=== fmap_bram_reader ===
Fig. 1: fmap_bram_reader, clock wires, drivers and flops
Scale: 2 px per um.
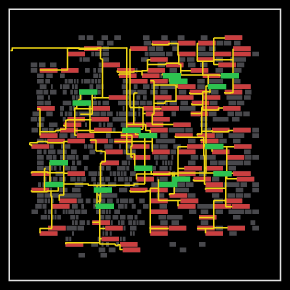

===== src/rtl/fmap_bram_reader.sv =====
`default_nettype none
// ----------------------------------------------------------------------------
// fmap_bram_reader : streams `length` consecutive BRAM words out as valid/ready,
// absorbing read latency and backpressure via a credit-limited FIFO.
// Optional macro FMAP_RD_STRIDE_EN adds a `stride` input (address step).
// Revision: 1.0
// ----------------------------------------------------------------------------
module fmap_bram_reader #(
  parameter int DW    = 16,
  parameter int DEPTH = 1024,
  parameter int AW    = (DEPTH <= 1) ? 1 : $clog2(DEPTH),
  parameter int FD    = 4
) (
  input  logic                 clk,
  input  logic                 rst_n,
  input  logic                 start,
  input  logic [AW-1:0]        base,
`ifdef FMAP_RD_STRIDE_EN
  input  logic [AW-1:0]        stride,
`endif
  input  logic [AW:0]          length,
  output logic                 busy,
  output logic                 done,
  output logic                 b_en,
  output logic [AW-1:0]        b_addr,
  input  logic signed [DW-1:0] b_dout,
  output logic                 m_valid,
  input  logic                 m_ready,
  output logic signed [DW-1:0] m_data,
  output logic                 m_last
);

  localparam int          PW     = $clog2(FD);
  localparam logic [PW:0] FD_CNT = (PW+1)'(FD);

  typedef enum logic [0:0] {
    IDLE = 1'b0,
    RUN  = 1'b1
  } state_t;

  state_t               state;
  logic [AW:0]          len_q;
  logic [AW:0]          issued;
  logic [AW:0]          issued_nxt;
  logic [AW-1:0]        step;
  logic [PW:0]          resv;
  logic [PW:0]          resv_nxt;
  logic [PW:0]          count;
  logic                 cap_valid;
  logic                 cap_last;
  logic [PW-1:0]        wptr;
  logic [PW-1:0]        rptr;
  logic signed [DW-1:0] data_mem [FD];
  logic                 last_mem [FD];
  logic                 pop;
  logic                 final_pop;

  assign m_valid   = (count != '0);
  assign pop       = m_valid & m_ready;
  assign m_data    = data_mem[rptr];
  assign m_last    = m_valid & last_mem[rptr];
  assign final_pop = pop & m_last;

  // resv covers FIFO occupancy plus the read in flight, so a push always has room
  always_comb begin
    resv_nxt   = resv + (PW+1)'(b_en) - (PW+1)'(pop);
    issued_nxt = issued + (AW+1)'(b_en);
  end

`ifdef FMAP_RD_STRIDE_EN
  always_ff @(posedge clk or negedge rst_n) begin
    if (!rst_n) begin
      step <= '0;
    end else if (state == IDLE && start) begin
      step <= stride;
    end
  end
`else
  assign step = AW'(1);
`endif

  always_ff @(posedge clk or negedge rst_n) begin
    if (!rst_n) begin
      state     <= IDLE;
      busy      <= 1'b0;
      done      <= 1'b0;
      b_en      <= 1'b0;
      b_addr    <= '0;
      len_q     <= '0;
      issued    <= '0;
      resv      <= '0;
      cap_valid <= 1'b0;
      cap_last  <= 1'b0;
    end else begin
      done      <= 1'b0;
      cap_valid <= b_en;
      cap_last  <= b_en && (issued == len_q - (AW+1)'(1));
      case (state)
        IDLE: begin
          if (start) begin
            if (length != '0) begin
              state  <= RUN;
              busy   <= 1'b1;
              len_q  <= length;
              issued <= '0;
              resv   <= '0;
              b_addr <= base;
              b_en   <= 1'b1;
            end else begin
              done <= 1'b1;
            end
          end
        end
        RUN: begin
          resv   <= resv_nxt;
          issued <= issued_nxt;
          if (b_en) begin
            b_addr <= b_addr + step;
          end
          if (final_pop) begin
            state <= IDLE;
            busy  <= 1'b0;
            done  <= 1'b1;
            b_en  <= 1'b0;
          end else begin
            b_en <= (issued_nxt < len_q) && (resv_nxt < FD_CNT);
          end
        end
      endcase
    end
  end

  always_ff @(posedge clk or negedge rst_n) begin
    if (!rst_n) begin
      wptr  <= '0;
      rptr  <= '0;
      count <= '0;
      for (int i = 0; i < FD; i++) begin
        data_mem[i] <= '0;
        last_mem[i] <= 1'b0;
      end
    end else begin
      if (cap_valid) begin
        data_mem[wptr] <= b_dout;
        last_mem[wptr] <= cap_last;
        wptr           <= wptr + PW'(1);
      end
      if (pop) begin
        rptr <= rptr + PW'(1);
      end
      count <= count + (PW+1)'(cap_valid) - (PW+1)'(pop);
    end
  end

endmodule
`default_nettype wire


===== config.mk =====
export PLATFORM = sky130hd
export DESIGN_NAME = fmap_bram_reader
export DESIGN_NICKNAME = d
export VERILOG_FILES = /design/src/rtl/fmap_bram_reader.sv
export SDC_FILE = /design/constraint.sdc
export NUM_CORES = 1
export LEC_CHECK = 0
export ABC_CLOCK_PERIOD_IN_PS = 8520
export CAP_MARGIN = 20
export CORE_MARGIN = 10
export CORE_UTILIZATION = 45
export CTS_CLUSTER_SIZE = 12
export DETAILED_ROUTE_END_ITERATION = 16
export PLACE_DENSITY_LB_ADDON = 0.15
export SYNTH_ARGS = -nofsm -noshare
export SYNTH_HDL_FRONTEND = slang
export SYNTH_SLANG_ARGS = --single-unit

===== constraint.sdc =====
create_clock -name clk -period 8.52 [get_ports clk]
set_input_delay 0.852 -clock clk [delete_from_list [all_inputs] [get_ports clk]]
set_output_delay 0.852 -clock clk [all_outputs]
set_load 0.01 [all_outputs]

=== seg7_scan_driver ===
===== src/rtl/seg7_scan_driver.sv =====
// Time-multiplexed 7-segment driver with frame-synchronous double buffering and inter-digit dead time.
// Optional leading-zero blanking is enabled by defining SEG7_LZB_EN.
module seg7_scan_driver #(
   parameter int unsigned DIGITS   = 4,
   parameter int unsigned SCAN_DIV = 50000
) (
   input  logic                clk,
   input  logic                rst_n,
   input  logic [4*DIGITS-1:0] value,
   input  logic [DIGITS-1:0]   dp_in,
   input  logic                load,
   output logic [DIGITS-1:0]   an,
   output logic [6:0]          seg,
   output logic                dp,
   output logic                frame_tick
);

   localparam int unsigned IDX_W = (DIGITS > 1) ? $clog2(DIGITS) : 1;
   localparam int unsigned PRE_W = $clog2(SCAN_DIV);
   localparam int unsigned VAL_W = 4 * DIGITS;
   localparam logic [IDX_W-1:0] IDX_LAST = IDX_W'(DIGITS - 1);
   localparam logic [PRE_W-1:0] PRE_LAST = PRE_W'(SCAN_DIV - 1);

   logic [PRE_W-1:0]  prescaler;
   logic [IDX_W-1:0]  idx;
   logic [VAL_W-1:0]  pending;
   logic [DIGITS-1:0] pend_dp;
   logic              pend_flag;
   logic [VAL_W-1:0]  shadow;
   logic [DIGITS-1:0] shadow_dp;

   logic              step_c;
   logic              boundary_c;
   logic [3:0]        nib_c;
   logic              cur_dp_c;
   logic              blank_c;
   logic [6:0]        seg_c;
   logic [DIGITS-1:0] an_c;
`ifdef SEG7_LZB_EN
   logic              upper_zero_c;
`endif

   assign step_c     = (prescaler == PRE_LAST);
   assign boundary_c = step_c && (idx == IDX_LAST);

   // Prescaler and digit index
   always_ff @(posedge clk or negedge rst_n) begin
      if (!rst_n) begin
         prescaler <= '0;
         idx       <= '0;
      end else if (step_c) begin
         prescaler <= '0;
         idx       <= (idx == IDX_LAST) ? '0 : idx + IDX_W'(1);
      end else begin
         prescaler <= prescaler + PRE_W'(1);
      end
   end

   // Pending/shadow buffers; shadow only changes on a frame boundary so a frame never tears
   always_ff @(posedge clk or negedge rst_n) begin
      if (!rst_n) begin
         pending   <= '0;
         pend_dp   <= '0;
         pend_flag <= 1'b0;
         shadow    <= '0;
         shadow_dp <= '0;
      end else if (load && boundary_c) begin
         pending   <= value;
         pend_dp   <= dp_in;
         pend_flag <= 1'b0;
         shadow    <= value;
         shadow_dp <= dp_in;
      end else begin
         if (load) begin
            pending   <= value;
            pend_dp   <= dp_in;
            pend_flag <= 1'b1;
         end else if (boundary_c && pend_flag) begin
            shadow    <= pending;
            shadow_dp <= pend_dp;
            pend_flag <= 1'b0;
         end
      end
   end

   // Select the current digit's nibble and decode it
   always_comb begin
      nib_c    = 4'h0;
      cur_dp_c = 1'b0;
      an_c     = '1;
      for (int k = 0; k < int'(DIGITS); k++) begin
         if (IDX_W'(k) == idx) begin
            nib_c    = shadow[4*k +: 4];
            cur_dp_c = shadow_dp[k];
            an_c[k]  = 1'b0;
         end
      end
`ifdef SEG7_LZB_EN
      upper_zero_c = 1'b1;
      for (int k = 0; k < int'(DIGITS); k++) begin
         if ((IDX_W'(k) >= idx) && (shadow[4*k +: 4] != 4'h0)) upper_zero_c = 1'b0;
      end
      blank_c = (idx != '0) && upper_zero_c;
`else
      blank_c = 1'b0;
`endif
      case (nib_c)
         4'h0:    seg_c = 7'b1000000;
         4'h1:    seg_c = 7'b1111001;
         4'h2:    seg_c = 7'b0100100;
         4'h3:    seg_c = 7'b0110000;
         4'h4:    seg_c = 7'b0011001;
         4'h5:    seg_c = 7'b0010010;
         4'h6:    seg_c = 7'b0000010;
         4'h7:    seg_c = 7'b1111000;
         4'h8:    seg_c = 7'b0000000;
         4'h9:    seg_c = 7'b0010000;
         4'hA:    seg_c = 7'b0001000;
         4'hB:    seg_c = 7'b0000011;
         4'hC:    seg_c = 7'b1000110;
         4'hD:    seg_c = 7'b0100001;
         4'hE:    seg_c = 7'b0000110;
         default: seg_c = 7'b0001110;
      endcase
      if (blank_c) seg_c = 7'h7F;
   end

   // Registered outputs; the cycle after every step is a dead cycle
   always_ff @(posedge clk or negedge rst_n) begin
      if (!rst_n) begin
         an         <= '1;
         seg        <= 7'h7F;
         dp         <= 1'b1;
         frame_tick <= 1'b0;
      end else if (step_c) begin
         an         <= '1;
         seg        <= 7'h7F;
         dp         <= 1'b1;
         frame_tick <= boundary_c;
      end else begin
         an         <= an_c;
         seg        <= seg_c;
         dp         <= ~cur_dp_c;
         frame_tick <= 1'b0;
      end
   end

endmodule


===== config.mk =====
export PLATFORM = sky130hd
export DESIGN_NAME = seg7_scan_driver
export DESIGN_NICKNAME = d
export VERILOG_FILES = /design/src/rtl/seg7_scan_driver.sv
export SDC_FILE = /design/constraint.sdc
export NUM_CORES = 1
export LEC_CHECK = 0
export CORE_MARGIN = 8
export CORE_UTILIZATION = 60
export CTS_CLUSTER_DIAMETER = 50
export DETAILED_ROUTE_END_ITERATION = 12
export PLACE_DENSITY = 0.9
export RECOVER_POWER = 100
export SETUP_SLACK_MARGIN = 0.3
export SKIP_LAST_GASP = 1
export SLEW_MARGIN = 15
export SYNTH_ARGS = -nofsm -noshare
export SYNTH_HDL_FRONTEND = slang
export SYNTH_SLANG_ARGS = --single-unit

===== constraint.sdc =====
create_clock -name clk -period 6.2 [get_ports clk]
set_input_delay 1.24 -clock clk [delete_from_list [all_inputs] [get_ports clk]]
set_output_delay 1.24 -clock clk [all_outputs]
set_load 0.005 [all_outputs]


## Gallery

Track usage over the die.
(a)
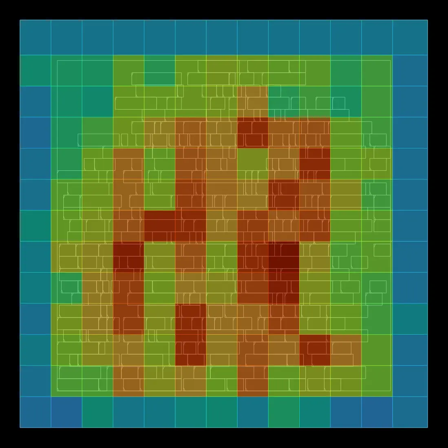
(b)
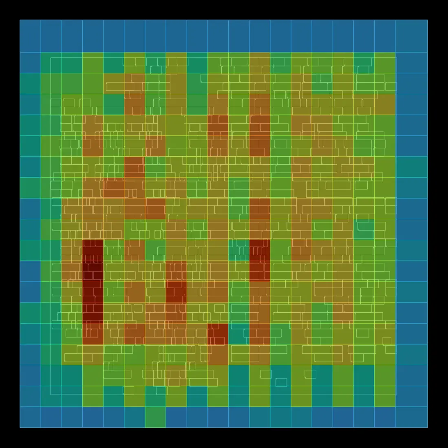
- (a) = seg7_scan_driver
- (b) = fmap_bram_reader
The one with the highest utilization is (a).

Fig. 2: fmap_bram_reader, layout detail
Region (91, 24) to (111, 44) um. Cells in gray, sequential cells in the stronger gray; small squares are vias.
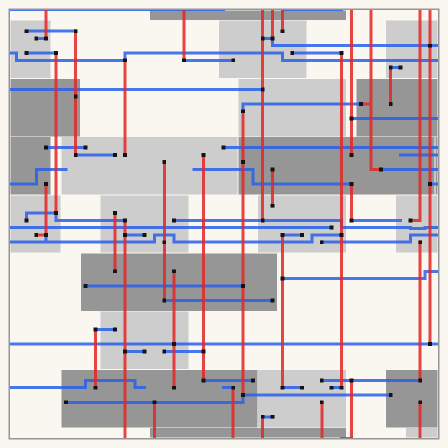
Key: M1 = blue; M2 = red
Most frequent: mux2_2 (7), dfrtp_1 (3). Sequential cells in the window: 3. Netlist names of flops here include `data_mem` (3). 12 logic cells have their middle in the window.

About Fig. 1:
Key: clock wires = yellow [length 1610 um]; flip-flops = red [count 116]; clock-net drivers = green [count 17]
Position of the flops: widely spread.
Clock power frac: 24.9%
final clock skew: 6.451 ps
Clock net power: 0.000718 W

==> flow_metrics.env, fmap_bram_reader <==
# flow metrics
export IMPL_crit_family="buffers and inverters"
export IMPL_cp_num_buf_inv=2
export IMPL_coreArea_um2=12770
export IMPL_reg2reg_from="b_en"
export IMPL_hold_buffers=0
export IMPL_dr_wl_met3_um=617
export IMPL_worst_path_stages=3
export IMPL_power_top_group="combinational logic"
export IMPL_holdCritPathClass="input port to asynchronous set/reset pin"
export IMPL_reg2reg_depth=10
export IMPL_buf_share_pct=10.46
export IMPL_reg2reg_to="b_en"
export IMPL_powerDensity_nw_per_um2=387.6
export IMPL_r2r_setup_slack_ps=5480
export IMPL_numSynthFlops=116
export IMPL_top_cells_by_count="116 x dfrtp_1, 68 x mux2_2, 35 x nand2_1"
export IMPL_syn_inst=483
export IMPL_seqPwrFrac_pct=35.3
export IMPL_overflow=0
export IMPL_gr_usage_met3_pct=4.228
export IMPL_relSlewSlack_pct=37.86
export IMPL_lay_top_cells="116 x dfrtp_1, 70 x clkdlybuf4s50_1, 68 x mux2_2, 35 x nand2_1, 25 x o21ai_0"
export IMPL_status="completed"
export IMPL_flops=116
fmap_bram_reader: metrics by stage:
stage / hold WS [ps] / power [W] / utilization, % / cells / worst slack, ps
detailed placement: 459.6 / 0.002179 / 53.30 / 707 / 5106
global placement: 460.9 / 0.002135 / 53.21 / 706 / 5130
floorplan: 439.2 / 0.001759 / - / 483 / 5627
global route: 405.8 / 0.003073 / 58.15 / 739 / 4904
CTS: 394.0 / 0.002920 / 57.94 / 738 / 4972
finish: 390.2 / 0.002879 / 58.15 / 739 / 5082
Fig. 3: seg7_scan_driver, wiring by layer
Scale: 4 px per um.
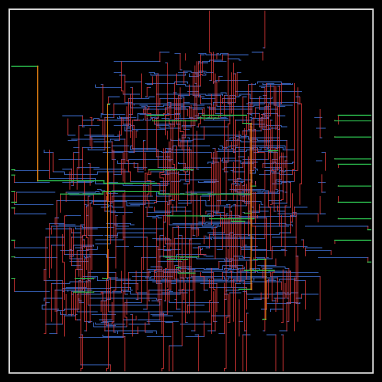
Key: M2 = red [wire length 3360 um]; M3 = green [wire length 288 um]; M1 = blue [wire length 2850 um]; M4 = orange [wire length 129 um]

==> flow_metrics.env, seg7_scan_driver <==
# flow metrics
export IMPL_status="finished with violations"
export IMPL_violations="capacitance limit, slew limit"
export IMPL_area_growth_pct=16.94
export IMPL_maxCapViolations=1
export IMPL_chip_area_um2=8207
export IMPL_reg_top3="pending: 16 flops, prescaler: 16 flops, shadow: 16 flops"
export IMPL_logic_gates=168
export IMPL_powerClk_w=0.000489
export IMPL_setup_tns_final_ps=0
export IMPL_antenna_found_initial=0
export IMPL_place_gp_congestion=0.8087
export IMPL_crit_start="load"
export IMPL_dp_hpwl_um=4479
export IMPL_grt_max_degree=73
export IMPL_dpl_cell_count=361
export IMPL_clkPwrFrac_pct=48.0
export IMPL_drc_errors=0
export IMPL_clk_latency_ps=350
export IMPL_async_reset_ff_share_pct=100.0
export IMPL_flops=72
export IMPL_largest_class="sequential cells"
export IMPL_numSynthFlops=72
export IMPL_slew_viol_final=15
export IMPL_period_needed_ps=3564
export IMPL_nNonClkInverters=12
export IMPL_reg2reg_depth=7
export IMPL_clkbuf_count=10
export IMPL_ant_nets=0
export IMPL_synth_warnings=0
export IMPL_h_tree_depth=3
export IMPL_top_cell="dfrtp_1"
export IMPL_dr_wl_met3_um=287
export IMPL_top_cells_by_count="60 x dfrtp_1, 21 x nand2_1, 19 x mux2_2"
export IMPL_ys_seq_share_pct=54.42
export IMPL_drt_iter0_drc=141
==> seg7_scan_driver: per-stage QoR <==
stage	setup slack, ps	total power [W]
finish	2636	0.001018
CTS	3166	0.001028
global placement	2895	0.0005403
detailed placement	2798	0.0005435
floorplan	3698	0.0005143
global route	2502	0.001049
==> seg7_scan_driver: cell families (layout without fill, tap and decap cells) <==
kind of cell             count (synthesis)  after routing
AND/OR/NAND/NOR                         73             73
flip-flops                              72             72
multiplexers                            40             40
AND-OR/OR-AND                           29             29
buffers and inverters                   24             65
XOR/XNOR                                15             15
adder cells (fa/ha/maj)                 11             11


==> screenshots <==
Signal wires on met4.
Plate I
Scale: 4 px per um. Cells faint in the background.
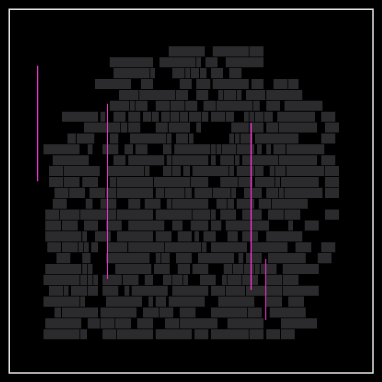
Plate II
Scale: 3 px per um. Cells faint in the background.
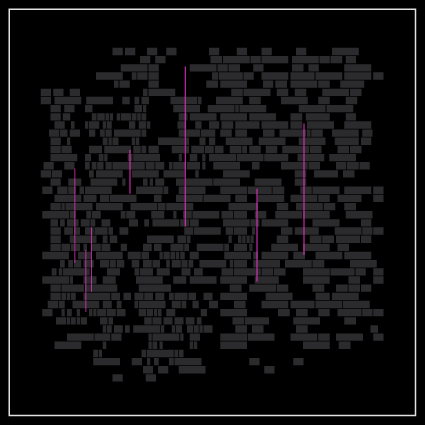
Plate II: fmap_bram_reader
Plate I: seg7_scan_driver

Key to Plate II:
6 nets have wire on it. The layer carries 214 um of wire. The wires run mostly vertical. The longest straight run is 53.0 um. The layer holds 1.6% of the routed length.

Power is estimated from default activity; no workload was simulated.
